==================== block 1
block_1/layer_met1.png
Scale bar: 20 um. Supply wires on this layer in gray. Cells faint in the background.
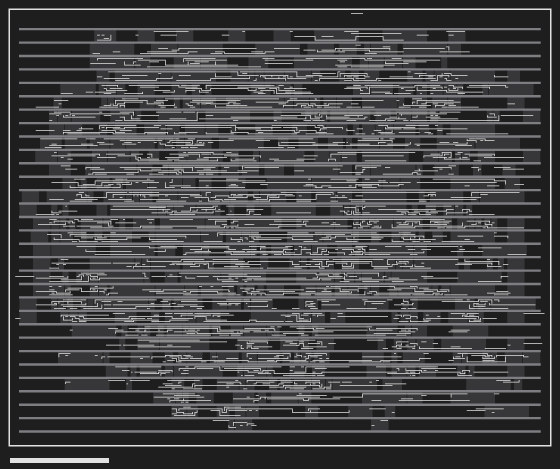
==> src/rtl/conv_same_sequencer.sv <==
// conv_same_sequencer
// Control FSM for one 1-D convolution Z = X * Y on a shared MAC datapath.
//
// For each output index k, the FSM walks the valid overlap range of j.
// On each step it issues X/Y read addresses and the MAC enable/clear.
// It then writes the accumulator to Z once for that k.
// In SAME mode only the centred window of sizeX outputs is produced.
// Cropped indices cost no cycles at all.
//
// Ports:
//   clk, rst_n       clock (rising edge), asynchronous active-low reset
//   start_i          start request, sampled only while idle
//   mode_i           0 = FULL, 1 = SAME (latched on start)
//   sizeX_i, sizeY_i operand lengths (latched on start)
//   busy_o           high while a run is in progress (LOAD..WRITE)
//   done_o           one-cycle completion pulse
//   addrX_o, addrY_o X/Y read addresses (j and k-j)
//   mac_en_o         accumulate X[addrX]*Y[addrY] this cycle
//   mac_clr_o        load the product instead of adding (first j of each k)
//   wr_en_o, addrZ_o write the accumulator to Z[addrZ]
module conv_same_sequencer #(
  parameter int DATAWIDTH = 5,
  parameter int ZWIDTH    = DATAWIDTH + 1
) (
  input  logic                 clk,
  input  logic                 rst_n,
  input  logic                 start_i,
  input  logic                 mode_i,
  input  logic [DATAWIDTH-1:0] sizeX_i,
  input  logic [DATAWIDTH-1:0] sizeY_i,
  output logic                 busy_o,
  output logic                 done_o,
  output logic [DATAWIDTH-1:0] addrX_o,
  output logic [DATAWIDTH-1:0] addrY_o,
  output logic                 mac_en_o,
  output logic                 mac_clr_o,
  output logic                 wr_en_o,
  output logic [ZWIDTH-1:0]    addrZ_o
);

  typedef enum logic [2:0] {IDLE, LOAD, MAC, WRITE, DONE} state_t;

  localparam logic [ZWIDTH-1:0] ONE_Z = ZWIDTH'(1);

  state_t               state;
  logic                 mode_q;
  logic [DATAWIDTH-1:0] size_x_q;
  logic [DATAWIDTH-1:0] size_y_q;
  logic [ZWIDTH-1:0]    k_q;
  logic [ZWIDTH-1:0]    j_q;
  logic [ZWIDTH-1:0]    jmax_q;

  logic [ZWIDTH-1:0]    size_x_z;
  logic [ZWIDTH-1:0]    size_y_z;
  logic [ZWIDTH-1:0]    lo;
  logic [ZWIDTH-1:0]    kstart;
  logic [ZWIDTH-1:0]    kend;
  logic [ZWIDTH-1:0]    k_sel;
  logic [ZWIDTH-1:0]    jmin_n;
  logic [ZWIDTH-1:0]    jmax_n;
  logic [ZWIDTH-1:0]    j_inc;
  logic [DATAWIDTH-1:0] y_first;
  logic [DATAWIDTH-1:0] y_step;

  // One shared j-range calculator.
  // k_sel is the k about to be entered:
  //   kstart when leaving LOAD, otherwise k+1 when leaving WRITE.
  // Only these two states consume the calculator's result.
  always_comb begin
    size_x_z = ZWIDTH'(size_x_q);
    size_y_z = ZWIDTH'(size_y_q);
    lo       = (size_y_z - ONE_Z) >> 1;
    kstart   = mode_q ? lo : '0;
    kend     = mode_q ? (lo + size_x_z - ONE_Z)
                      : (size_x_z + size_y_z - ONE_Z - ONE_Z);
    k_sel    = (state == LOAD) ? kstart : (k_q + ONE_Z);
    jmin_n   = (k_sel >= size_y_z) ? (k_sel - size_y_z + ONE_Z) : '0;
    jmax_n   = (k_sel < size_x_z - ONE_Z) ? k_sel : (size_x_z - ONE_Z);
    j_inc    = j_q + ONE_Z;
    // k-j always lies in [0, sizeY-1], so truncation to DATAWIDTH is lossless.
    y_first  = DATAWIDTH'(k_sel - jmin_n);
    y_step   = DATAWIDTH'(k_q - j_inc);
  end

  // Outputs are set on the same edge that enters the state they belong to.
  // As a result, every output is valid for the whole cycle that state occupies.
  always_ff @(posedge clk or negedge rst_n) begin
    if (!rst_n) begin
      state     <= IDLE;
      mode_q    <= 1'b0;
      size_x_q  <= '0;
      size_y_q  <= '0;
      k_q       <= '0;
      j_q       <= '0;
      jmax_q    <= '0;
      busy_o    <= 1'b0;
      done_o    <= 1'b0;
      addrX_o   <= '0;
      addrY_o   <= '0;
      mac_en_o  <= 1'b0;
      mac_clr_o <= 1'b0;
      wr_en_o   <= 1'b0;
      addrZ_o   <= '0;
    end else begin
      case (state)
        IDLE: begin
          if (start_i) begin
            mode_q   <= mode_i;
            size_x_q <= sizeX_i;
            size_y_q <= sizeY_i;
            // An empty operand produces no output at all.
            if (sizeX_i == '0 || sizeY_i == '0) begin
              state  <= DONE;
              done_o <= 1'b1;
            end else begin
              state  <= LOAD;
              busy_o <= 1'b1;
            end
          end
        end

        LOAD: begin
          k_q       <= kstart;
          j_q       <= jmin_n;
          jmax_q    <= jmax_n;
          addrX_o   <= DATAWIDTH'(jmin_n);
          addrY_o   <= y_first;
          mac_en_o  <= 1'b1;
          mac_clr_o <= 1'b1;
          state     <= MAC;
        end

        MAC: begin
          mac_clr_o <= 1'b0;
          if (j_q == jmax_q) begin
            mac_en_o <= 1'b0;
            wr_en_o  <= 1'b1;
            addrZ_o  <= mode_q ? (k_q - lo) : k_q;
            state    <= WRITE;
          end else begin
            j_q     <= j_inc;
            addrX_o <= DATAWIDTH'(j_inc);
            addrY_o <= y_step;
          end
        end

        WRITE: begin
          wr_en_o <= 1'b0;
          if (k_q == kend) begin
            busy_o <= 1'b0;
            done_o <= 1'b1;
            state  <= DONE;
          end else begin
            k_q       <= k_sel;
            j_q       <= jmin_n;
            jmax_q    <= jmax_n;
            addrX_o   <= DATAWIDTH'(jmin_n);
            addrY_o   <= y_first;
            mac_en_o  <= 1'b1;
            mac_clr_o <= 1'b1;
            state     <= MAC;
          end
        end

        DONE: begin
          done_o <= 1'b0;
          state  <= IDLE;
        end

        default: begin
          state <= IDLE;
        end
      endcase
    end
  end

endmodule

==> config.mk <==
export PLATFORM = sky130hd
export DESIGN_NAME = conv_same_sequencer
export DESIGN_NICKNAME = d
export VERILOG_FILES = /design/src/rtl/conv_same_sequencer.sv
export SDC_FILE = /design/constraint.sdc
export NUM_CORES = 1
export LEC_CHECK = 0
export CORE_ASPECT_RATIO = 0.8
export CORE_MARGIN = 1.5
export CORE_UTILIZATION = 50
export DETAILED_ROUTE_END_ITERATION = 10
export GPL_TIMING_DRIVEN = 0
export PLACE_DENSITY = 0.72
export SLEW_MARGIN = 10
export SYNTH_ARGS = -nofsm -noshare
export SYNTH_HDL_FRONTEND = slang
export SYNTH_SLANG_ARGS = --single-unit
==> constraint.sdc <==
create_clock -name clk -period 4.27 [get_ports clk]
set_input_delay 0.427 -clock clk [delete_from_list [all_inputs] [get_ports clk]]
set_output_delay 0.427 -clock clk [all_outputs]
set_load 0.005 [all_outputs]
==> impl_metrics.json <==
{
  "worstSetupPathType": "reg -> reg",
  "synth-compound-area-share": 0.148,
  "yosys.cell_count.top_type": "inv_1",
  "status": "finished, final reports clean",
  "yosysTopAreaCellShare": 0.265,
  "fin_skew_ps": 8.15,
  "fin_nets": 633,
  "drc": 0,
  "grt_pass1_vias": 3736,
  "gp_congestion": 0.942,
  "yosys-top-cells-area": "dfrtp_1 26%, ha_1 14%, xnor2_1 5.2%, inv_1 4.4%, mux2i_1 3.3%",
  "post_drt_via_cell_ratio": 5.75,
  "timing.hold.ws_ps": 110,
  "simple_gate_share": 0.175,
  "synthMuxAreaShare": 0.0816,
  "antennaDiodeCount": 0
}
Notes on block_1/layer_met1.png above:
wire length on this layer: 5710 um
longest straight run: 48.3 um
share of all routed wire: 47%
nets with wire on the layer: 583

==> repair_timing <==
action / CTS / global route
gates cloned: 0 / 0
resized: 21 / 21
setup endpoints to repair: 4 / 2
pin swaps: 2 / 9
buffers inserted: 3 / 13
==> sequential cells by signal, summed over array words and instances (netlist names), 2 cells and up <==
signal and cells:
j_q 2, k_q 6, jmax_q 6, size_y_q 5, addrY_o 5, size_x_q 5, addrX_o 4, state 3
addrZ_o 6

==================== block 2
block_2/layer_met2.png
Scale bar: 20 um. Cells faint in the background.
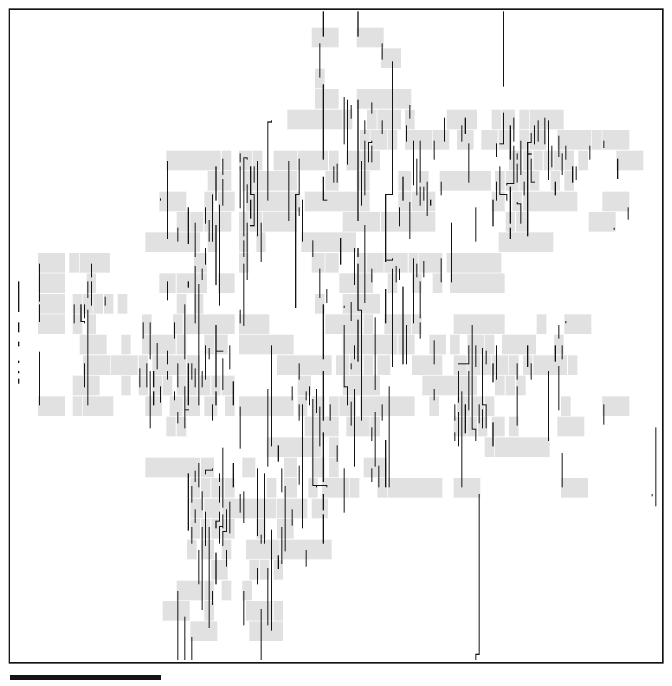
block_2/detail.png
Scale bar: 10 um. Region (23, 6) to (63, 46) um. Cells in gray, sequential cells in the stronger gray; small squares are vias.
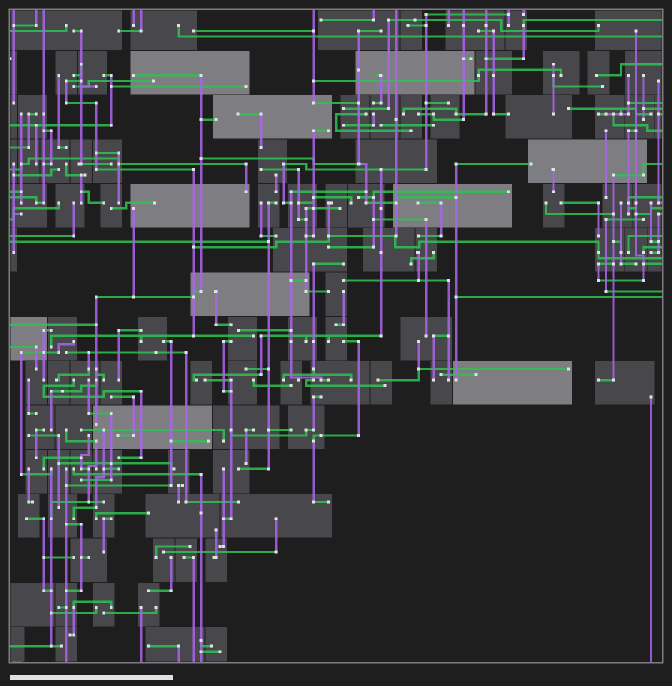
`src/rtl/arbiter_pkg.sv`:
```
// Shared helpers for the dynamic-priority round-robin arbiter.
// Priority encoding: lower value = more urgent, 0 = most urgent.
// Helpers work on int unsigned so they serve any priority width. Callers cast the
// result back to their own width.
package arbiter_pkg;

  // Width of a counter that must hold values 0..age_period.
  function automatic int unsigned calc_cw(int unsigned age_period);
    return $clog2(age_period + 1);
  endfunction

  // Saturating decrement: 0 stays 0.
  function automatic int unsigned sat_dec(int unsigned x);
    return (x == 0) ? 0 : x - 1;
  endfunction

  // Numerically smaller (more urgent) of two priorities.
  function automatic int unsigned min_prt(int unsigned a, int unsigned b);
    return (a < b) ? a : b;
  endfunction

endpackage

```
`src/rtl/priority_aging_cell.sv`:
```
// One requester's aging state: registered priority plus the age counter.
// Optional feature macro: PRIORITY_AGING_STARVE_MON_EN adds a registered starved flag.
// Ports:
//   clk, rst     clock, synchronous active-high reset
//   clk_en       state advances only when high
//   req_i        this requester is asking
//   grant_hit_i  arbiter granted this requester this cycle (valid already folded in)
//   base_i       static base priority
//   prt_o        registered aged priority
//   starved_o    (feature only) promotion attempted while already at priority 0
module priority_aging_cell
  import arbiter_pkg::*;
#(
  parameter int unsigned N          = 4,
  parameter int unsigned LN         = 2,
  parameter int unsigned AGE_PERIOD = 8
) (
  input  logic          clk,
  input  logic          rst,
  input  logic          clk_en,
  input  logic          req_i,
  input  logic          grant_hit_i,
  input  logic [LN-1:0] base_i,
`ifdef PRIORITY_AGING_STARVE_MON_EN
  output logic          starved_o,
`endif
  output logic [LN-1:0] prt_o
);

  localparam int unsigned CW = calc_cw(AGE_PERIOD);
  localparam logic [LN-1:0] RstPrt = LN'(N - 1);
  localparam logic [CW-1:0] LastCnt = CW'(AGE_PERIOD - 1);

  logic [LN-1:0] prt_q, prt_d;
  logic [CW-1:0] cnt_q, cnt_d;
  logic          promote;

  // A waiting requester that has finished a full aging window this edge.
  assign promote = req_i && !grant_hit_i && (cnt_q == LastCnt);

  always_comb begin
    prt_d = prt_q;
    cnt_d = cnt_q;
    if (grant_hit_i || !req_i) begin
      // A grant beats a same-cycle promotion; idle also reloads.
      prt_d = base_i;
      cnt_d = '0;
    end else if (promote) begin
      prt_d = LN'(min_prt(sat_dec(32'(prt_q)), 32'(base_i)));
      cnt_d = '0;
    end else begin
      // The min lets a base made more urgent mid-wait take effect at once, while
      // a base made less urgent never demotes an already aged requester.
      prt_d = LN'(min_prt(32'(prt_q), 32'(base_i)));
      cnt_d = cnt_q + CW'(1);
    end
  end

  always_ff @(posedge clk) begin
    if (rst) begin
      prt_q <= RstPrt;
      cnt_q <= '0;
    end else if (clk_en) begin
      prt_q <= prt_d;
      cnt_q <= cnt_d;
    end
  end

  assign prt_o = prt_q;

`ifdef PRIORITY_AGING_STARVE_MON_EN
  logic starved_q, starved_d;

  always_comb begin
    starved_d = starved_q;
    if (grant_hit_i || !req_i) begin
      starved_d = 1'b0;
    end else if (promote && (prt_q == '0)) begin
      starved_d = 1'b1;
    end
  end

  always_ff @(posedge clk) begin
    if (rst) begin
      starved_q <= 1'b0;
    end else if (clk_en) begin
      starved_q <= starved_d;
    end
  end

  assign starved_o = starved_q;
`endif

endmodule

```
`src/rtl/priority_aging_unit.sv`:
```
// Priority aging stage ahead of the dynamic-priority round-robin arbiter. Turns
// static base priorities into registered aged priorities so that long-waiting
// requesters are promoted one step every AGE_PERIOD enabled waiting cycles.
// Optional feature macro: PRIORITY_AGING_STARVE_MON_EN (adds the starved output).
// Ports:
//   clk, rst   clock, synchronous active-high reset
//   clk_en     state advances only when high
//   req        request vector (same one the arbiter sees)
//   base_prt   per-requester base priority
//   grant      arbiter grant index, qualified by valid
//   valid      arbiter grant valid
//   prt        registered aged priority to the arbiter
//   starved    (feature only) per-requester starvation flag
module priority_aging_unit
  import arbiter_pkg::*;
#(
  parameter int unsigned N          = 4,
  parameter int unsigned LN         = $clog2(N),
  parameter int unsigned AGE_PERIOD = 8
) (
  input  logic          clk,
  input  logic          rst,
  input  logic          clk_en,
  input  logic [N-1:0]  req,
  input  logic [LN-1:0] base_prt [N-1:0],
  input  logic [LN-1:0] grant,
  input  logic          valid,
`ifdef PRIORITY_AGING_STARVE_MON_EN
  output logic [N-1:0]  starved,
`endif
  output logic [LN-1:0] prt      [N-1:0]
);

  logic [N-1:0] grant_hit;

  for (genvar i = 0; i < N; i++) begin : g_cell
    // Indices >= N never compare equal, so an out-of-range grant hits nobody.
    assign grant_hit[i] = valid && (grant == LN'(i));

    priority_aging_cell #(
      .N          (N),
      .LN         (LN),
      .AGE_PERIOD (AGE_PERIOD)
    ) u_cell (
      .clk         (clk),
      .rst         (rst),
      .clk_en      (clk_en),
      .req_i       (req[i]),
      .grant_hit_i (grant_hit[i]),
      .base_i      (base_prt[i]),
`ifdef PRIORITY_AGING_STARVE_MON_EN
      .starved_o   (starved[i]),
`endif
      .prt_o       (prt[i])
    );
  end

endmodule

```
`config.mk`:
```
export PLATFORM = sky130hd
export DESIGN_NAME = priority_aging_unit
export DESIGN_NICKNAME = d
export VERILOG_FILES = /design/src/rtl/arbiter_pkg.sv /design/src/rtl/priority_aging_cell.sv /design/src/rtl/priority_aging_unit.sv
export SDC_FILE = /design/constraint.sdc
export NUM_CORES = 1
export LEC_CHECK = 0
export ABC_AREA = 1
export ABC_CLOCK_PERIOD_IN_PS = 2850
export CAP_MARGIN = 10
export CORE_MARGIN = 2
export CORE_UTILIZATION = 25
export DETAILED_ROUTE_END_ITERATION = 7
export GPL_TIMING_DRIVEN = 1
export PLACE_DENSITY = 0.54
export SETUP_SLACK_MARGIN = 0.1
export SLEW_MARGIN = 20
export SYNTH_ARGS = -nofsm -noshare
export SYNTH_HDL_FRONTEND = slang
export SYNTH_HIERARCHICAL = 1
export SYNTH_SLANG_ARGS = --single-unit
```
`constraint.sdc`:
```
create_clock -name clk -period 2.85 [get_ports clk]
set_clock_uncertainty 0.15 [all_clocks]
set_input_delay 0.285 -clock clk [delete_from_list [all_inputs] [get_ports clk]]
set_output_delay 0.285 -clock clk [all_outputs]
set_load 0.02 [all_outputs]
```
==> impl_metrics.json <==
{
  "status": "finished, final reports clean",
  "cp_data_required_time_ps": 2410,
  "layout_top_cell": "nand2_1",
  "gp_congestion": 0.768,
  "post-cts-setup-buffers": 0,
  "internal_power_uw": 573,
  "portBuffers": 25,
  "core_sq_um": 6680,
  "grt-ovfl-total": 0,
  "synthCells": 244,
  "hold_viol": 0,
  "wire_per_inst_um": 8.95,
  "powerDensity_nw_per_um2": 388,
  "combGateArea_sq_um": 1030,
  "combPwrFrac": 0.265,
  "area_delta_synth_final_pct": 23.0,
  "placed_area_sq_um": 2040,
  "post_drt_via_cell_ratio": 4.23,
  "ctsHoldBuffers": 0,
  "hold_path_class": "reg -> reg",
  "cp.buffers_inverters": 1,
  "finalSetupViolations": 0,
  "chipArea_sq_um": 7500,
  "switching_power_uw": 242,
  "power_frac_seq": 0.459,
  "track_usage": 0.0906,
  "clk_latency_ps": 260,
  "ir_worst_vdd_uv": 164,
  "dieWidth_um": 86.6,
  "met1_usage": 0.127
}
About block_2/layer_met2.png:
wire length on this layer: 1300 um
nets with wire on the layer: 228

About block_2/detail.png:
[metal 2] purple
[metal 1] green
sequential cells in the window: 9
most frequent: nand2_1 (22), inv_1 (13), nand3_1 (11)
cells with their middle in the window: 96
netlist names of flops here include: g_cell.u_cell/cnt_q (5), g_cell.u_cell/prt_o (4)

[layout make-up]
class	instances	share of cell area
multi-input combinational	170	0.492
sequential	24	0.229
timing repair buffer	26	0.123
inverter	46	0.0822
tap	80	0.0477
clock buffer	4	0.0262
[logic make-up (layout without fill, tap and decap cells)]
logic type | count (synthesis) | in the layout | share of synthesized area
AND/OR/NAND/NOR | 122 | 122 | 0.362
XOR/XNOR | 8 | 8 | 0.0411
flip-flops | 24 | 24 | 0.282
adder cells (fa/ha/maj) | 12 | 12 | 0.0880
buffers and inverters | 50 | 76 | 0.113
AND-OR/OR-AND | 28 | 28 | 0.114

==================== block 3
block_3/detail.png
Scale bar: 10 um. Region (15, 6) to (55, 46) um. Cells in gray, sequential cells in the stronger gray; small squares are vias.
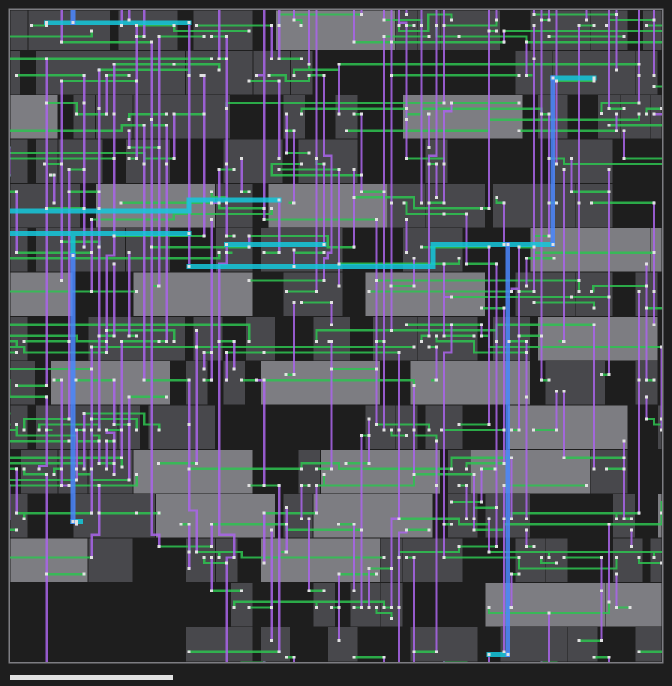
block_3/layer_met1.png
Scale bar: 20 um. Supply wires on this layer in gray. Cells faint in the background.
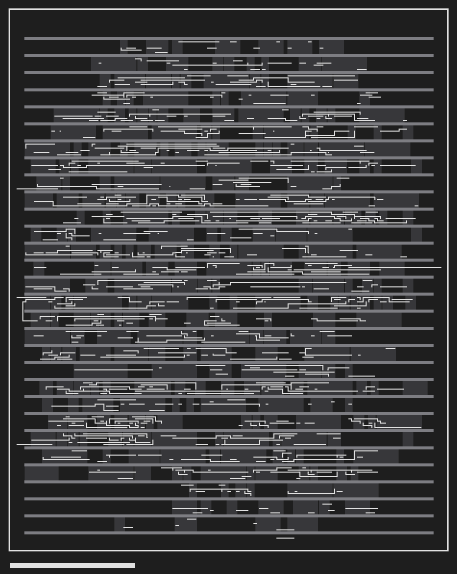
$ cat config.mk
export PLATFORM = sky130hd
export DESIGN_NAME = cf_fft_1024_8_sel_seq
export DESIGN_NICKNAME = d
export VERILOG_FILES = /design/src/rtl/cf_fft_1024_8_sel_seq.sv
export SDC_FILE = /design/constraint.sdc
export NUM_CORES = 1
export LEC_CHECK = 0
export CAP_MARGIN = 0
export CORE_ASPECT_RATIO = 1.25
export CORE_MARGIN = 2
export CORE_UTILIZATION = 45
export DETAILED_ROUTE_END_ITERATION = 8
export GPL_TIMING_DRIVEN = 0
export PLACE_DENSITY = 0.73
export SLEW_MARGIN = 25
export SYNTH_ARGS = -nofsm -noshare
export SYNTH_HDL_FRONTEND = slang
export SYNTH_SLANG_ARGS = --single-unit
$ cat constraint.sdc
create_clock -name clock_c -period 1.7 [get_ports clock_c]
set_clock_uncertainty 0.2 [all_clocks]
set_input_delay 0.51 -clock clock_c [delete_from_list [all_inputs] [get_ports clock_c]]
set_output_delay 0.51 -clock clock_c [all_outputs]
set_load 0.02 [all_outputs]
$ cat src/rtl/cf_fft_1024_8_sel_seq.sv
// Radix-4 input sequencer for the 1024-point FFT datapath.
// Packs four enabled samples into a bank and walks the 4:1 select.
module cf_fft_1024_8_sel_seq #(
  parameter int WIDTH = 8
) (
  input  logic             clock_c,
  input  logic             reset_i,
  input  logic             enable_i,
  input  logic             sync_i,
  input  logic [WIDTH-1:0] data_i,
  output logic [WIDTH-1:0] data_0_o,
  output logic [WIDTH-1:0] data_1_o,
  output logic [WIDTH-1:0] data_2_o,
  output logic [WIDTH-1:0] data_3_o,
  output logic [1:0]       sel_o,
  output logic             valid_o,
  output logic             sync_o
);

  logic [1:0]       ph;
  logic [WIDTH-1:0] slot0;
  logic [WIDTH-1:0] slot1;
  logic [WIDTH-1:0] slot2;
  logic             blk_sync;
  logic             done;

  // A block completes on its 4th sample unless a sync restarts it.
  assign done = !sync_i && (ph == 2'd3);

  // Phase counter and partial-block capture.
  always_ff @(posedge clock_c) begin
    if (reset_i) begin
      ph       <= 2'd0;
      slot0    <= '0;
      slot1    <= '0;
      slot2    <= '0;
      blk_sync <= 1'b0;
    end else if (enable_i) begin
      unique case (1'b1)
        sync_i: begin
          slot0    <= data_i;
          ph       <= 2'd1;
          blk_sync <= 1'b1;
        end
        done: begin
          ph <= 2'd0;
        end
        default: begin
          unique case (ph)
            2'd0:    slot0 <= data_i;
            2'd1:    slot1 <= data_i;
            default: slot2 <= data_i;
          endcase
          ph <= ph + 2'd1;
          if (ph == 2'd0)
            blk_sync <= 1'b0;
        end
      endcase
    end
  end

  // Bank load, valid/sync flags and selector walk.
  always_ff @(posedge clock_c) begin
    if (reset_i) begin
      data_0_o <= '0;
      data_1_o <= '0;
      data_2_o <= '0;
      data_3_o <= '0;
      sel_o    <= 2'd0;
      valid_o  <= 1'b0;
      sync_o   <= 1'b0;
    end else if (enable_i) begin
      if (done) begin
        data_0_o <= slot0;
        data_1_o <= slot1;
        data_2_o <= slot2;
        data_3_o <= data_i;
        sel_o    <= 2'd0;
        valid_o  <= 1'b1;
        sync_o   <= blk_sync;
      end else begin
        sel_o  <= sel_o + 2'd1;
        sync_o <= 1'b0;
        if (sync_i && (ph != 2'd0))
          valid_o <= 1'b0;
      end
    end
  end

endmodule

==> impl_metrics.json <==
{
  "fp_util": 0.472,
  "cts_resized": 117,
  "slew_headroom": 0.791,
  "clkTransAtPathRegs_ps": 70,
  "met1_usage": 0.240,
  "finalSetupViolations": 0,
  "status": "finished, final reports clean",
  "drt_first_pass_iters": 4,
  "startpoint_type": "flip-flop",
  "cp-endpoint": "data_0_o[5]",
  "core_sq_um": 5150,
  "period_used_share": 0.988,
  "antennaDiodeCount": 0,
  "layout_top_cells": "65 x nand2_1, 61 x dfxtp_1, 35 x a21oi_1, 26 x nand2b_1, 24 x mux2i_1",
  "dp_hpwl_um": 3780,
  "end_kind": "output port",
  "grt_pass1_wl_um": 9230,
  "internal_power_mw": 2.16,
  "min_from": "slot2[2]",
  "tightest_slew_ps": 313,
  "synthXorXnorAreaFrac": 0.00360,
  "layout_top_cell": "nand2_1"
}
About block_3/detail.png:
[metal 4] blue
[metal 2] purple
[metal 1] green
[metal 3] cyan
most frequent: nand2_1 (23), dfxtp_1 (20)
sequential cells in the window: 20
netlist names of flops here include: slot2 (7), data_2_o (4), data_3_o (3)
cells with their middle in the window: 118

About block_3/layer_met1.png:
main direction: horizontal
longest straight run: 21.2 um
share of all routed wire: 44%
wire length on this layer: 2430 um

==> through the flow <==
step | total power, mW | worst slack (ps) | utilization | instances
3_3_place_gp | 1.76 | -742 | 0.579 | 379
3_5_place_dp | 1.77 | -780 | 0.579 | 379
6_report | 2.85 | 20.7 | 0.611 | 395
2_1_floorplan | 1.69 | -35.5 | - | 271
5_1_grt | 2.97 | -44.7 | 0.611 | 395
4_1_cts | 2.87 | 1.15 | 0.622 | 393

==================== block 4
block_4/detail.png
Scale bar: 10 um. Region (26, 8) to (66, 48) um. Cells in gray, sequential cells in the stronger gray; small squares are vias.
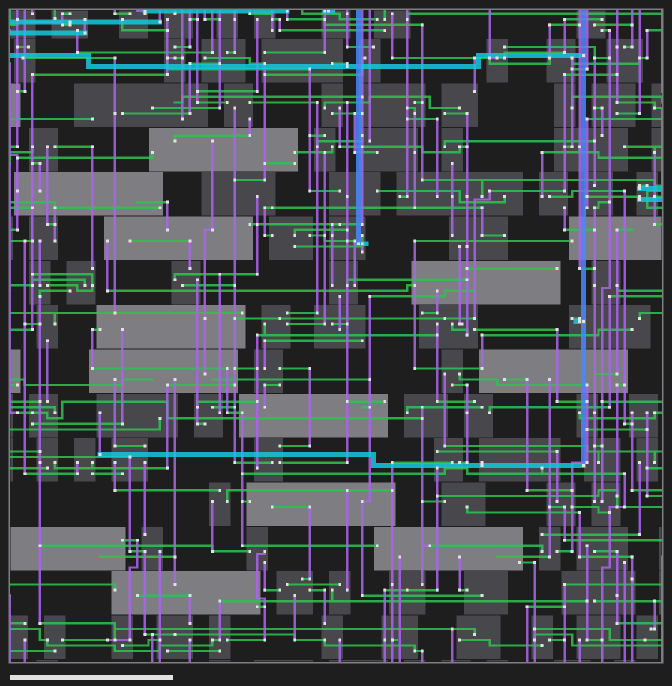
block_4/sizes.png
Scale bar: 20 um.
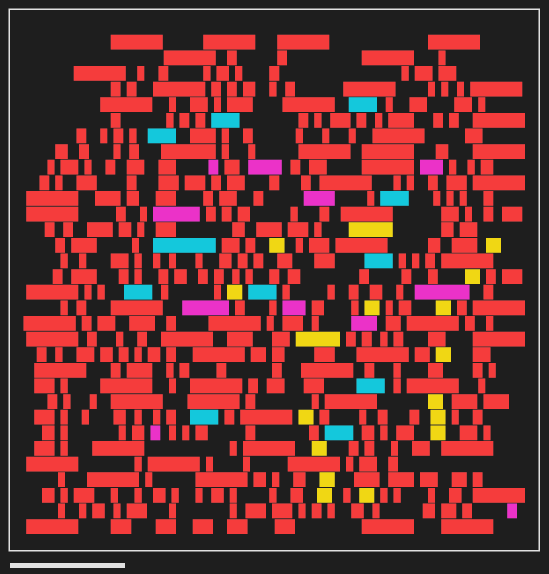
### src/rtl/freq_counter_pkg.sv
// freq_counter_pkg: shared constants, FSM state type and frame length for the frequency reporter.
// FREQ_REPORT_UNITS_EN selects the 10-byte "dddd kHz\r\n" frame instead of "dddd\r\n".
package freq_counter_pkg;
    localparam int FREQ_W = 10;
    typedef enum logic [2:0] {IDLE, CONVERT, LOAD, START_B, DATA, STOP_B} tx_state_t;
    localparam logic [7:0] ASCII_0 = 8'h30;
    localparam logic [7:0] ASCII_CR = 8'h0D;
    localparam logic [7:0] ASCII_LF = 8'h0A;
    localparam logic [7:0] ASCII_SP = 8'h20;
    localparam logic [7:0] ASCII_K = 8'h6B;
    localparam logic [7:0] ASCII_H = 8'h48;
    localparam logic [7:0] ASCII_Z = 8'h7A;
    function automatic int nbytes();
`ifdef FREQ_REPORT_UNITS_EN
        return 10;
`else
        return 6;
`endif
    endfunction
    localparam int NBYTES = nbytes();
endpackage

### src/rtl/bin2bcd_seq.sv
// bin2bcd_seq: sequential shift-add-3 binary to 4-digit BCD, one input bit per clock.
// valid is high during the final step, so bcd holds the result from the following cycle.
module bin2bcd_seq
    import freq_counter_pkg::*;
(
    input  logic              Clock,
    input  logic              nReset,
    input  logic              go,
    input  logic [FREQ_W-1:0] bin,
    output logic [15:0]       bcd,
    output logic              valid
);
    localparam int CW = $clog2(FREQ_W + 1);
    logic [FREQ_W-1:0] sh;
    logic [CW-1:0] cnt;
    logic [15:0] adj;

    always_comb begin
        adj = bcd;
        for (int i = 0; i < 4; i++)
            adj[4*i +: 4] = bcd[4*i +: 4] >= 4'd5 ? bcd[4*i +: 4] + 4'd3 : bcd[4*i +: 4];
    end

    assign valid = cnt == CW'(1);

    always_ff @(posedge Clock or negedge nReset) begin
        if (!nReset) begin
            sh  <= '0;
            bcd <= '0;
            cnt <= '0;
        end else if (go) begin
            sh  <= bin;
            bcd <= '0;
            cnt <= CW'(FREQ_W);
        end else if (cnt != '0) begin
            bcd <= {adj[14:0], sh[FREQ_W-1]};
            sh  <= sh << 1;
            cnt <= cnt - CW'(1);
        end
    end
endmodule

### src/rtl/freq_report_tx.sv
// freq_report_tx: captures freq_khz on request and sends it as a fixed-width ASCII line over 8N1 UART.
// Define FREQ_REPORT_UNITS_EN to append " kHz" before CR LF.
module freq_report_tx
    import freq_counter_pkg::*;
#(
    parameter int BAUD_DIV = 434
) (
    input  logic              Clock,
    input  logic              nReset,
    input  logic [FREQ_W-1:0] freq_khz,
    input  logic              start,
    output logic              tx,
    output logic              busy,
    output logic              done
);
    localparam int BW = $clog2(BAUD_DIV);
    localparam logic [3:0] LAST = 4'(NBYTES - 1);

    tx_state_t state;
    logic [BW-1:0] baud;
    logic [2:0] bit_idx;
    logic [3:0] byte_idx, nxt;
    logic [7:0] sr, byte_sel, tail;
    logic [15:0] bcd;
    logic [3:0] digit;
    logic go, conv_last, baud_wrap, in_bit;

    assign go = start && !busy;

    bin2bcd_seq u_bcd (
        .Clock (Clock),
        .nReset(nReset),
        .go    (go),
        .bin   (freq_khz),
        .bcd   (bcd),
        .valid (conv_last)
    );

    // LOAD picks the first byte; the last stop cycle picks the following one
    assign nxt = state == LOAD ? byte_idx : byte_idx + 4'd1;
    assign digit = nxt == 4'd0 ? bcd[15:12] : nxt == 4'd1 ? bcd[11:8] : nxt == 4'd2 ? bcd[7:4] : bcd[3:0];
`ifdef FREQ_REPORT_UNITS_EN
    assign tail = nxt == 4'd4 ? ASCII_SP : nxt == 4'd5 ? ASCII_K : nxt == 4'd6 ? ASCII_H :
                  nxt == 4'd7 ? ASCII_Z : nxt == 4'd8 ? ASCII_CR : ASCII_LF;
`else
    assign tail = nxt == 4'd4 ? ASCII_CR : ASCII_LF;
`endif
    assign byte_sel = nxt < 4'd4 ? (ASCII_0 | {4'h0, digit}) : tail;

    assign baud_wrap = baud == BW'(BAUD_DIV - 1);
    assign in_bit = state == START_B || state == DATA || state == STOP_B;

    always_ff @(posedge Clock or negedge nReset) begin
        if (!nReset) begin
            state    <= IDLE;
            tx       <= 1'b1;
            busy     <= 1'b0;
            done     <= 1'b0;
            baud     <= '0;
            bit_idx  <= '0;
            byte_idx <= '0;
            sr       <= '0;
        end else begin
            done <= 1'b0;
            baud <= in_bit && !baud_wrap ? baud + BW'(1) : '0;
            case (state)
                IDLE: if (go) begin
                    state    <= CONVERT;
                    busy     <= 1'b1;
                    byte_idx <= '0;
                end
                CONVERT: if (conv_last) state <= LOAD;
                LOAD: begin
                    sr    <= byte_sel;
                    tx    <= 1'b0;
                    state <= START_B;
                end
                START_B: if (baud_wrap) begin
                    tx      <= sr[0];
                    bit_idx <= '0;
                    state   <= DATA;
                end
                DATA: if (baud_wrap) begin
                    if (bit_idx == 3'd7) begin
                        tx    <= 1'b1;
                        state <= STOP_B;
                    end else begin
                        tx      <= sr[1];
                        sr      <= sr >> 1;
                        bit_idx <= bit_idx + 3'd1;
                    end
                end
                STOP_B: if (baud_wrap) begin
                    if (byte_idx == LAST) begin
                        state <= IDLE;
                        busy  <= 1'b0;
                        done  <= 1'b1;
                    end else begin
                        byte_idx <= byte_idx + 4'd1;
                        sr       <= byte_sel;
                        tx       <= 1'b0;
                        state    <= START_B;
                    end
                end
                default: state <= IDLE;
            endcase
        end
    end
endmodule

### config.mk
export PLATFORM = sky130hd
export DESIGN_NAME = freq_report_tx
export DESIGN_NICKNAME = d
export VERILOG_FILES = /design/src/rtl/freq_counter_pkg.sv /design/src/rtl/bin2bcd_seq.sv /design/src/rtl/freq_report_tx.sv
export SDC_FILE = /design/constraint.sdc
export NUM_CORES = 1
export LEC_CHECK = 0
export CAP_MARGIN = 30
export CELL_PAD_IN_SITES_DETAIL_PLACEMENT = 1
export CELL_PAD_IN_SITES_GLOBAL_PLACEMENT = 1
export CORE_AREA = 2 2 90 92
export DETAILED_ROUTE_END_ITERATION = 12
export DIE_AREA = 0 0 92 94
export PLACE_DENSITY_LB_ADDON = 0.1
export SLEW_MARGIN = 30
export SYNTH_ARGS = -nofsm -noshare
export SYNTH_HDL_FRONTEND = slang
export SYNTH_SLANG_ARGS = --single-unit
### constraint.sdc
create_clock -name Clock -period 2.4 [get_ports Clock]
set_input_delay 0.6 -clock Clock [delete_from_list [all_inputs] [get_ports Clock]]
set_output_delay 0.6 -clock Clock [all_outputs]
set_load 0.01 [all_outputs]
==> impl_metrics.json <==
{
  "synth_area_per_cell_sq_um": 8.69,
  "finalSetupViolations": 0,
  "inv_count": 15,
  "cp-endpoint": "sr[1]",
  "cap_violations": 0,
  "power_frac_seq": 0.397,
  "antenna_left": 0,
  "slew_violations": 0,
  "routed.top_layer": "met4",
  "p_seq_mw": 1.47,
  "seq-cell-share": 0.366,
  "status": "finished, final reports clean",
  "worst_path_max_delay_cell": "ha_1",
  "wl_met2_um": 3960,
  "fp_util": 0.463,
  "grt_max_degree": 30,
  "die_h_um": 94,
  "logic_gates": 308,
  "ctsHoldBuffers": 0,
  "timing.hold.ws_ps": 138,
  "edf_count": 0,
  "r2r_end": "sr[1]",
  "ys_async_sr_fraction": 1.00,
  "clockBufferDepth": 2,
  "track_usage": 0.219,
  "synth_nets": 434,
  "leakagePower_nw": 1.77
}
Notes on block_4/detail.png above:
[metal 1] green
[metal 4] blue
[metal 2] purple
[metal 3] cyan
cells with their middle in the window: 102
sequential cells in the window: 13
netlist names of flops here include: byte_idx (4), u_bcd.sh (4), u_bcd.bcd (2)
most frequent: nand2_1 (15), dfrtp_1 (13), nor2_1 (10)

Notes on block_4/sizes.png above:
[_3 and _4 cells] yellow | cells: 17 | share: 4.0% | most used: buf_4
[_0 and _1 cells] red | cells: 387 | share: 91% | most used: nand2_1
[_6 and larger] cyan | cells: 11 | share: 2.6% | most used: clkbuf_8
[_2 cells] magenta | cells: 11 | share: 2.6%
Signal buffers: 30
Final Worst Setup Slack: 308 ps
post-route design area: 3970 sq um

[cells by family (layout without fill, tap and decap cells)]
logic type | after synthesis | in the layout
xor gates and xnor gates | 16 | 16
DFF | 58 | 58
muxes | 12 | 12
adders and majority gates | 16 | 16
and+or+nand+nor | 168 | 168
buffers and inverters | 39 | 60
AOI/OAI and AO/OA | 96 | 96
[state kept, by name, summed over array words and instances (netlist names)]
signal     cells
sr             6
u_bcd.bcd     16
state          3
busy           1
u_bcd.cnt      4
u_bcd.sh      10
tx             1
bit_idx        3
byte_idx       4
baud           9
done           1

==================== block 5
block_5/layer_met1.png
Scale bar: 10 um. Supply wires on this layer in gray. Cells faint in the background.
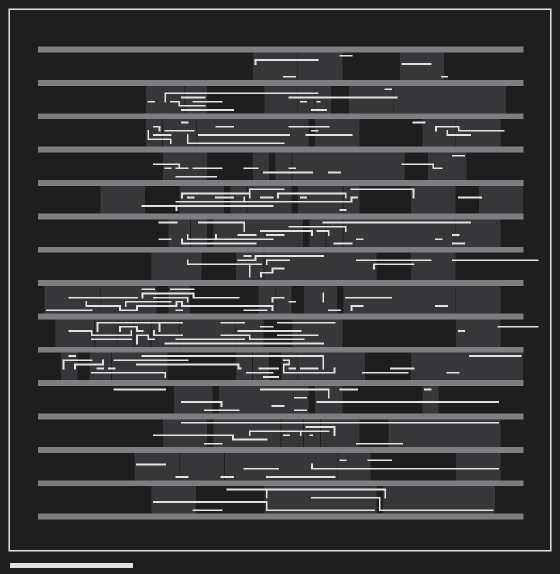
block_5/wires.png
Only two layers are drawn.
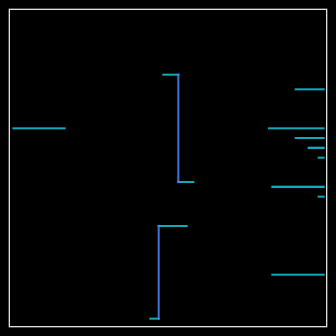
block_5/sizes.png
Scale bar: 10 um.
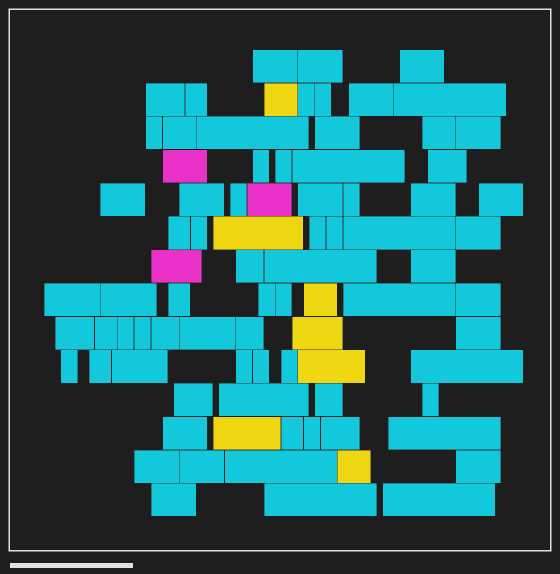
<file path="config.mk">
export PLATFORM = sky130hd
export DESIGN_NAME = status_vector_ctrl
export DESIGN_NICKNAME = d
export VERILOG_FILES = /design/src/rtl/svc_pkg.sv /design/src/rtl/svc_occupancy_counter.sv /design/src/rtl/status_vector_ctrl.sv
export SDC_FILE = /design/constraint.sdc
export NUM_CORES = 1
export LEC_CHECK = 0
export CAP_MARGIN = 20
export CORE_MARGIN = 2
export CORE_UTILIZATION = 40
export DETAILED_ROUTE_END_ITERATION = 10
export PLACE_DENSITY = 0.7
export SLEW_MARGIN = 0
export SYNTH_ARGS = -nofsm -noshare
export SYNTH_HDL_FRONTEND = slang
export SYNTH_SLANG_ARGS = --single-unit
</file>
<file path="constraint.sdc">
create_clock -name clk_i -period 5.7 [get_ports clk_i]
set_clock_uncertainty 0.1 [all_clocks]
set_input_delay 1.14 -clock clk_i [delete_from_list [all_inputs] [get_ports clk_i]]
set_output_delay 1.14 -clock clk_i [all_outputs]
set_load 0.05 [all_outputs]
</file>
<file path="src/rtl/svc_pkg.sv">
// Shared types and constants for the status vector controller.
package svc_pkg;

    typedef enum logic [1:0] {
        ST_INIT  = 2'd0,
        ST_RUN   = 2'd1,
        ST_FLUSH = 2'd2,
        ST_DRAIN = 2'd3
    } svc_state_e;

    localparam int unsigned SVC_DEPTH_DEFAULT = 16;

    function automatic int unsigned svc_cnt_w(input int unsigned depth);
        return $clog2(depth + 1);
    endfunction

endpackage

</file>
<file path="src/rtl/svc_occupancy_counter.sv">
// Saturating occupancy counter with empty/full decode and the one-edge-delayed
// expected-full flag used to cross-check the downstream vector.
module svc_occupancy_counter
    import svc_pkg::*;
#(
    parameter  int unsigned DEPTH = SVC_DEPTH_DEFAULT,
    localparam int unsigned CNT_W = svc_cnt_w(DEPTH)
) (
    input  logic             clk_i,
    input  logic             rsn_i,
    input  logic             inc_i,
    input  logic             dec_i,
    output logic [CNT_W-1:0] count_o,
    output logic             empty_o,
    output logic             full_o,
    output logic             exp_full_o
);

    localparam logic [CNT_W-1:0] MAX_CNT = CNT_W'(DEPTH);

    logic [CNT_W-1:0] count_q;
    logic [CNT_W-1:0] count_d;
    logic             exp_full_q;

    always_comb begin
        count_d = count_q;
        if (inc_i && !dec_i && (count_q != MAX_CNT)) begin
            count_d = count_q + CNT_W'(1);
        end else if (dec_i && !inc_i && (count_q != '0)) begin
            count_d = count_q - CNT_W'(1);
        end
    end

    always_ff @(posedge clk_i or negedge rsn_i) begin
        if (!rsn_i) begin
            count_q    <= '0;
            exp_full_q <= 1'b0;
        end else begin
            count_q    <= count_d;
            exp_full_q <= (count_q == MAX_CNT);
        end
    end

    assign count_o    = count_q;
    assign empty_o    = (count_q == '0);
    assign full_o     = (count_q == MAX_CNT);
    assign exp_full_o = exp_full_q;

endmodule

</file>
<file path="src/rtl/status_vector_ctrl.sv">
// Allocate/retire handshake front-end for the status valid vector.
// Optional drain sequencer enabled by defining SVC_FLUSH_EN.
module status_vector_ctrl
    import svc_pkg::*;
#(
    parameter  int unsigned DEPTH = SVC_DEPTH_DEFAULT,
    localparam int unsigned CNT_W = svc_cnt_w(DEPTH)
) (
    input  logic             clk_i,
    input  logic             rsn_i,
    input  logic             alloc_valid_i,
    input  logic             alloc_value_i,
    output logic             alloc_ready_o,
    input  logic             retire_req_i,
    output logic             retire_ack_o,
`ifdef SVC_FLUSH_EN
    input  logic             flush_i,
`endif
    input  logic             full_i,
    output logic             push_o,
    output logic             pull_o,
    output logic             value_o,
    output logic [CNT_W-1:0] count_o,
    output logic             empty_o,
    output logic             full_o,
    output logic             busy_o,
    output logic             err_o
);

    svc_state_e       state_q;
    svc_state_e       state_d;
    logic [CNT_W-1:0] count;
    logic             empty;
    logic             full;
    logic             exp_full;
    logic             alloc_acc;
    logic             retire_acc;
    logic             flush_pull;
    logic             push_q;
    logic             pull_q;
    logic             value_q;
    logic             ack_q;
    logic             err_q;

    svc_occupancy_counter #(
        .DEPTH(DEPTH)
    ) u_occupancy (
        .clk_i     (clk_i),
        .rsn_i     (rsn_i),
        .inc_i     (alloc_acc),
        .dec_i     (retire_acc | flush_pull),
        .count_o   (count),
        .empty_o   (empty),
        .full_o    (full),
        .exp_full_o(exp_full)
    );

    // Ready comes from registered state/count only; a same-cycle retire never frees a slot.
    assign alloc_ready_o = (state_q == ST_RUN) && !full;
    assign alloc_acc     = alloc_valid_i && alloc_ready_o;
    assign retire_acc    = (state_q == ST_RUN) && retire_req_i && !empty;

`ifdef SVC_FLUSH_EN
    assign flush_pull = (state_q == ST_FLUSH) && !empty;
`else
    assign flush_pull = 1'b0;
`endif

    always_comb begin
        state_d = state_q;
        unique case (state_q)
            ST_INIT: state_d = ST_RUN;
            ST_RUN: begin
`ifdef SVC_FLUSH_EN
                if (flush_i) state_d = ST_FLUSH;
`endif
            end
`ifdef SVC_FLUSH_EN
            // Leave on the edge that retires the last entry so DRAIN sees count 0.
            ST_FLUSH: if (count <= CNT_W'(1)) state_d = ST_DRAIN;
            ST_DRAIN: state_d = ST_RUN;
`endif
            default: state_d = ST_INIT;
        endcase
    end

    always_ff @(posedge clk_i or negedge rsn_i) begin
        if (!rsn_i) begin
            state_q <= ST_INIT;
            push_q  <= 1'b0;
            pull_q  <= 1'b0;
            value_q <= 1'b0;
            ack_q   <= 1'b0;
            err_q   <= 1'b0;
        end else begin
            state_q <= state_d;
            push_q  <= alloc_acc;
            pull_q  <= retire_acc | flush_pull;
            value_q <= alloc_acc & alloc_value_i;
            ack_q   <= retire_acc;
            err_q   <= err_q | ((state_q == ST_RUN) && (full_i != exp_full));
        end
    end

    assign retire_ack_o = ack_q;
    assign push_o       = push_q;
    assign pull_o       = pull_q;
    assign value_o      = value_q;
    assign count_o      = count;
    assign empty_o      = empty;
    assign full_o       = full;
    assign busy_o       = (state_q != ST_RUN);
    assign err_o        = err_q;

endmodule

</file>
==> impl_metrics.json <==
{
  "timing.hold.ws_ps": 352,
  "adder_share": 0.109,
  "largest_register_ffs": 5,
  "rows": 14,
  "seq_area_frac_synth": 0.430,
  "dieWidth_um": 44.0,
  "rsz0062_at_grt": "no",
  "startpoint_type": "flip-flop",
  "ff_type": "dfrtp_1",
  "met1_usage": 0.203,
  "cap_violations": 0,
  "final_cell_area_sq_um": 870,
  "htreeDepth": 1,
  "slew_violations": 0,
  "synth_area_per_cell_sq_um": 10.5,
  "dp_slack_ps": 2010,
  "top_logic_kind": "simple AND/OR/NAND/NOR gates",
  "synthTopCellsByCount": "11 x dfrtp_1, 7 x nor2_1, 6 x nand2_1, 5 x inv_1, 4 x ha_1",
  "grt-ovfl-total": 0,
  "warning_count": 27,
  "status": "finished, final reports clean",
  "grt.met3_usage": 0.0163,
  "drive_gt1_frac": 0.120,
  "ys_seq_elements": 11,
  "syn-cell-area_sq_um": 641,
  "synthXorXnorAreaFrac": 0.0547,
  "drtIter0Drc": 1,
  "dp_hpwl_um": 968
}
About block_5/layer_met1.png:
wire length on this layer: 608 um
nets with wire on the layer: 80
share of all routed wire: 48%
main direction: horizontal
longest straight run: 25.8 um

About block_5/wires.png:
[metal 3] cyan | wire length: 49.5 um
[metal 4] blue | wire length: 27.9 um

About block_5/sizes.png:
[_0 and _1 cells] cyan | cells: 73 | share: 88% | most used: clkdlybuf4s50_1
[_2 cells] magenta | cells: 3 | share: 3.6%
[_3 and _4 cells] yellow | cells: 7 | share: 8.4% | most used: clkbuf_4

## area by class of cell
type / count / area [sq um] / share of cell area
sequential: 11 / 275 / 0.317
timing repair buffer: 19 / 190 / 0.219
inverter: 5 / 18.8 / 0.0216
multi-input combinational: 44 / 339 / 0.390
clock buffer: 4 / 26.3 / 0.0302
tap: 16 / 20.0 / 0.0230
## power breakdown
part / total (mW) / switching, mW / internal, mW
clock: 0.0520 / 0.0249 / 0.0271
sequential: 0.132 / 0.0333 / 0.0988
combinational: 0.268 / 0.156 / 0.113
total: 0.452 / 0.214 / 0.238

==================== block 6
`src/rtl/interrupt_controller.sv`:
```
// Interrupt controller: synchronizes IRQ pins, composes mip, arbitrates and sequences delivery to execute.
// Define SUPERVISOR_IRQ_EN to add S-level sources (SEIP/STIP/SSIP) and mideleg-based delegation.
module interrupt_controller #(
  parameter int XLEN        = 32,
  parameter int SYNC_STAGES = 2
) (
  input  logic            clk,
  input  logic            rst,
  input  logic            ext_irq_m,
  input  logic            ext_irq_s,
  input  logic            timer_irq,
  input  logic [XLEN-1:0] mip_sw,
  input  logic [XLEN-1:0] mie,
  input  logic [XLEN-1:0] mstatus,
  input  logic [XLEN-1:0] mideleg,
  input  logic [1:0]      privilege_mode,
  input  logic            exec_boundary,
  input  logic            exec_system_blocked_on_wfi,
  input  logic            exec_system_will_do_xret,
  input  logic            trap_ack,
  output logic [XLEN-1:0] mip,
  output logic            exec_interrupt,
  output logic [3:0]      interrupt_cause,
  output logic            interrupt_to_smode,
  output logic            wfi_wake
);

  typedef enum logic [1:0] {IDLE, ARMED, REQ, HOLDOFF} state_t;
  state_t state, state_next;

  logic [SYNC_STAGES-1:0] sync_m, sync_s, sync_t;
  logic [XLEN-1:0]        mip_next, pend, enabled, deleg;
  logic                   m_en, win_valid, win_smode, boundary_open;
  logic [3:0]             win_cause, cause_q;
  logic                   smode_q;
  logic                   unused;

  always_ff @(posedge clk) begin
    if (rst) begin
      sync_m   <= '0;
      sync_s   <= '0;
      sync_t   <= '0;
      mip      <= '0;
      wfi_wake <= 1'b0;
    end else begin
      sync_m   <= {sync_m[SYNC_STAGES-2:0], ext_irq_m};
      sync_s   <= {sync_s[SYNC_STAGES-2:0], ext_irq_s};
      sync_t   <= {sync_t[SYNC_STAGES-2:0], timer_irq};
      mip      <= mip_next;
      wfi_wake <= |(mip & mie);
    end
  end

  always_comb begin
    mip_next     = '0;
    mip_next[11] = sync_m[SYNC_STAGES-1];
    mip_next[7]  = sync_t[SYNC_STAGES-1];
    mip_next[3]  = mip_sw[3];
`ifdef SUPERVISOR_IRQ_EN
    mip_next[9]  = mip_sw[9] | sync_s[SYNC_STAGES-1];
    mip_next[5]  = mip_sw[5];
    mip_next[1]  = mip_sw[1];
`endif
  end

  assign pend = mip & mie;
  assign m_en = (privilege_mode != 2'b11) || mstatus[3];

`ifdef SUPERVISOR_IRQ_EN
  logic s_en;
  assign s_en    = (privilege_mode == 2'b00) || ((privilege_mode == 2'b01) && mstatus[1]);
  assign deleg   = mideleg;
  assign enabled = (pend & ~deleg & {XLEN{m_en}}) | (pend & deleg & {XLEN{s_en}});
`else
  assign deleg   = '0;
  assign enabled = pend & {XLEN{m_en}};
`endif

  // Fixed priority: MEI, MSI, MTI, SEI, SSI, STI.
  always_comb begin
    win_valid = 1'b1;
    win_cause = 4'd0;
    win_smode = 1'b0;
    if (enabled[11]) begin
      win_cause = 4'd11; win_smode = deleg[11];
    end else if (enabled[3]) begin
      win_cause = 4'd3;  win_smode = deleg[3];
    end else if (enabled[7]) begin
      win_cause = 4'd7;  win_smode = deleg[7];
    end else if (enabled[9]) begin
      win_cause = 4'd9;  win_smode = deleg[9];
    end else if (enabled[1]) begin
      win_cause = 4'd1;  win_smode = deleg[1];
    end else if (enabled[5]) begin
      win_cause = 4'd5;  win_smode = deleg[5];
    end else begin
      win_valid = 1'b0;
    end
  end

  assign boundary_open = (exec_boundary | exec_system_blocked_on_wfi) & ~exec_system_will_do_xret;

  always_ff @(posedge clk) begin
    if (rst) state <= IDLE;
    else     state <= state_next;
  end

  always_comb begin
    state_next = state;
    case (state)
      IDLE:    if (win_valid) state_next = ARMED;
      ARMED: begin
        if (!win_valid)         state_next = IDLE;
        else if (boundary_open) state_next = REQ;
      end
      REQ:     if (trap_ack) state_next = HOLDOFF;
      HOLDOFF: state_next = IDLE;
      default: state_next = IDLE;
    endcase
  end

  always_comb begin
    exec_interrupt     = (state == REQ);
    interrupt_cause    = cause_q;
    interrupt_to_smode = smode_q;
  end

  // Cause and target track arbitration until REQ, then stay frozen.
  always_ff @(posedge clk) begin
    if (rst) begin
      cause_q <= 4'd0;
      smode_q <= 1'b0;
    end else if (((state == IDLE) || (state == ARMED)) && win_valid) begin
      cause_q <= win_cause;
      smode_q <= win_smode;
    end
  end

  assign unused = ^{mip_sw, mstatus, mideleg, sync_s, deleg};

endmodule

```
`config.mk`:
```
export PLATFORM = sky130hd
export DESIGN_NAME = interrupt_controller
export DESIGN_NICKNAME = d
export VERILOG_FILES = /design/src/rtl/interrupt_controller.sv
export SDC_FILE = /design/constraint.sdc
export NUM_CORES = 1
export LEC_CHECK = 0
export CORE_AREA = 2 2 69 71
export CTS_CLUSTER_SIZE = 24
export DETAILED_ROUTE_END_ITERATION = 7
export DIE_AREA = 0 0 71 73
export PLACE_DENSITY_LB_ADDON = 0.2
export SYNTH_ARGS = -nofsm -noshare
export SYNTH_HDL_FRONTEND = slang
export SYNTH_SLANG_ARGS = --single-unit
```
`constraint.sdc`:
```
create_clock -name clk -period 2.85 [get_ports clk]
set_clock_uncertainty 0.15 [all_clocks]
set_input_delay 0.57 -clock clk [delete_from_list [all_inputs] [get_ports clk]]
set_output_delay 0.57 -clock clk [all_outputs]
set_load 0.01 [all_outputs]
```
==> impl_metrics.json <==
{
  "fin_tns_setup_ps": 0,
  "adder_share": 0,
  "ff_type": "dfxtp_1",
  "timing.rr.start": "mip[11]",
  "track_usage": 0.0465,
  "hold_path_class": "reg -> reg",
  "switching_power_uw": 98.4,
  "status": "finished, final reports clean",
  "chipArea_sq_um": 5180,
  "drtIter0Drc": 7,
  "root_buffer": "clkbuf_8",
  "end_kind": "output port",
  "simple_gate_share": 0.159,
  "dieWidth_um": 71,
  "final_cell_area_sq_um": 908,
  "yosys-top-cells-area": "dfxtp_1 38%, buf_4 34%, nor2b_1 7.3%, a211oi_2 1.8%, inv_1 1.6%",
  "instances_no_fill": 153,
  "edf_count": 0,
  "fmax_mhz": 463,
  "layout_top_cells": "30 x conb_1, 23 x clkdlybuf4s50_1, 13 x dfxtp_1, 8 x nor2b_1"
}
[cell type report]
class | instances | area (sq um)
inverter | 3 | 11.3
timing repair buffer | 24 | 238
clock buffer | 4 | 45.0
tap | 54 | 67.6
multi-input combinational | 55 | 287
sequential | 13 | 260
fill | 504 | 3630
[layer usage]
metal / track usage / routed length [um]
met1: 0.0517 / 449
met2: 0.0758 / 619
met3: 0.0152 / 121
met4: 0.0314 / 14
met5: 0 / 0
[flip-flops by register name (all words and copies together), names as in the netlist, named ones only]
name	count
sync_t	2
interrupt_cause	3
mip	3
wfi_wake	1
state	1
sync_m	2
block_6/layer_met2.png
Scale bar: 20 um. Cells faint in the background.
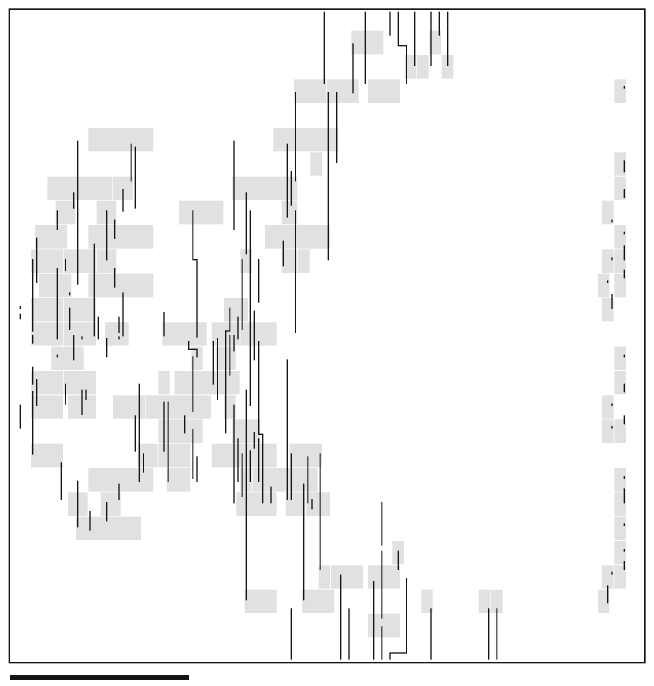
longest straight run: 23.5 um
main direction: vertical
wire length on this layer: 619 um
nets with wire on the layer: 107
vias: 502
WL final: 1200 um
routing usage on met2: 0.0758

block_6/layer_met1.png
Scale bar: 20 um. Supply wires on this layer in gray. Cells faint in the background.
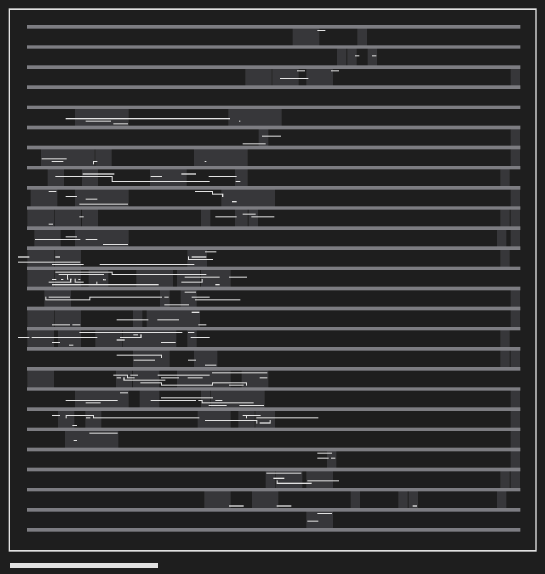
wire length on this layer: 449 um
nets with wire on the layer: 76



## Gallery

Track usage over the die.
(a)
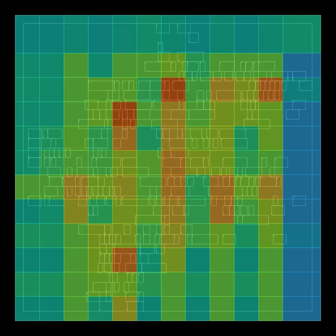
(b)
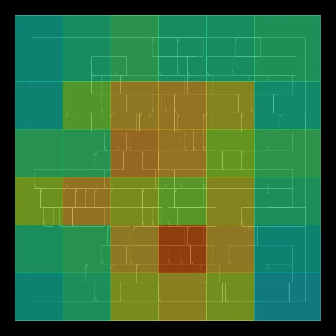
(c)
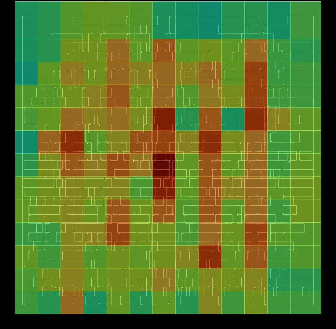
(d)
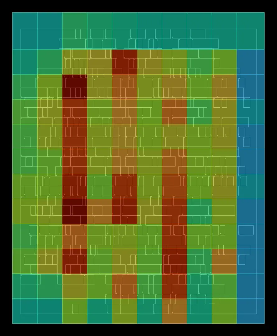
(e)
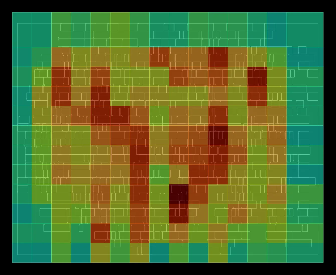
(f)
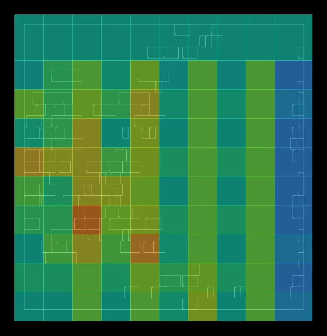
Of these, highest track usage: (e)
Of these, lowest track usage: (f)
| picture | from |
|---|---|
| (e) | block 1 |
| (c) | block 4 |
| (a) | block 2 |
| (d) | block 3 |
| (b) | block 5 |
| (f) | block 6 |

Power and IR drop assume default switching activity.
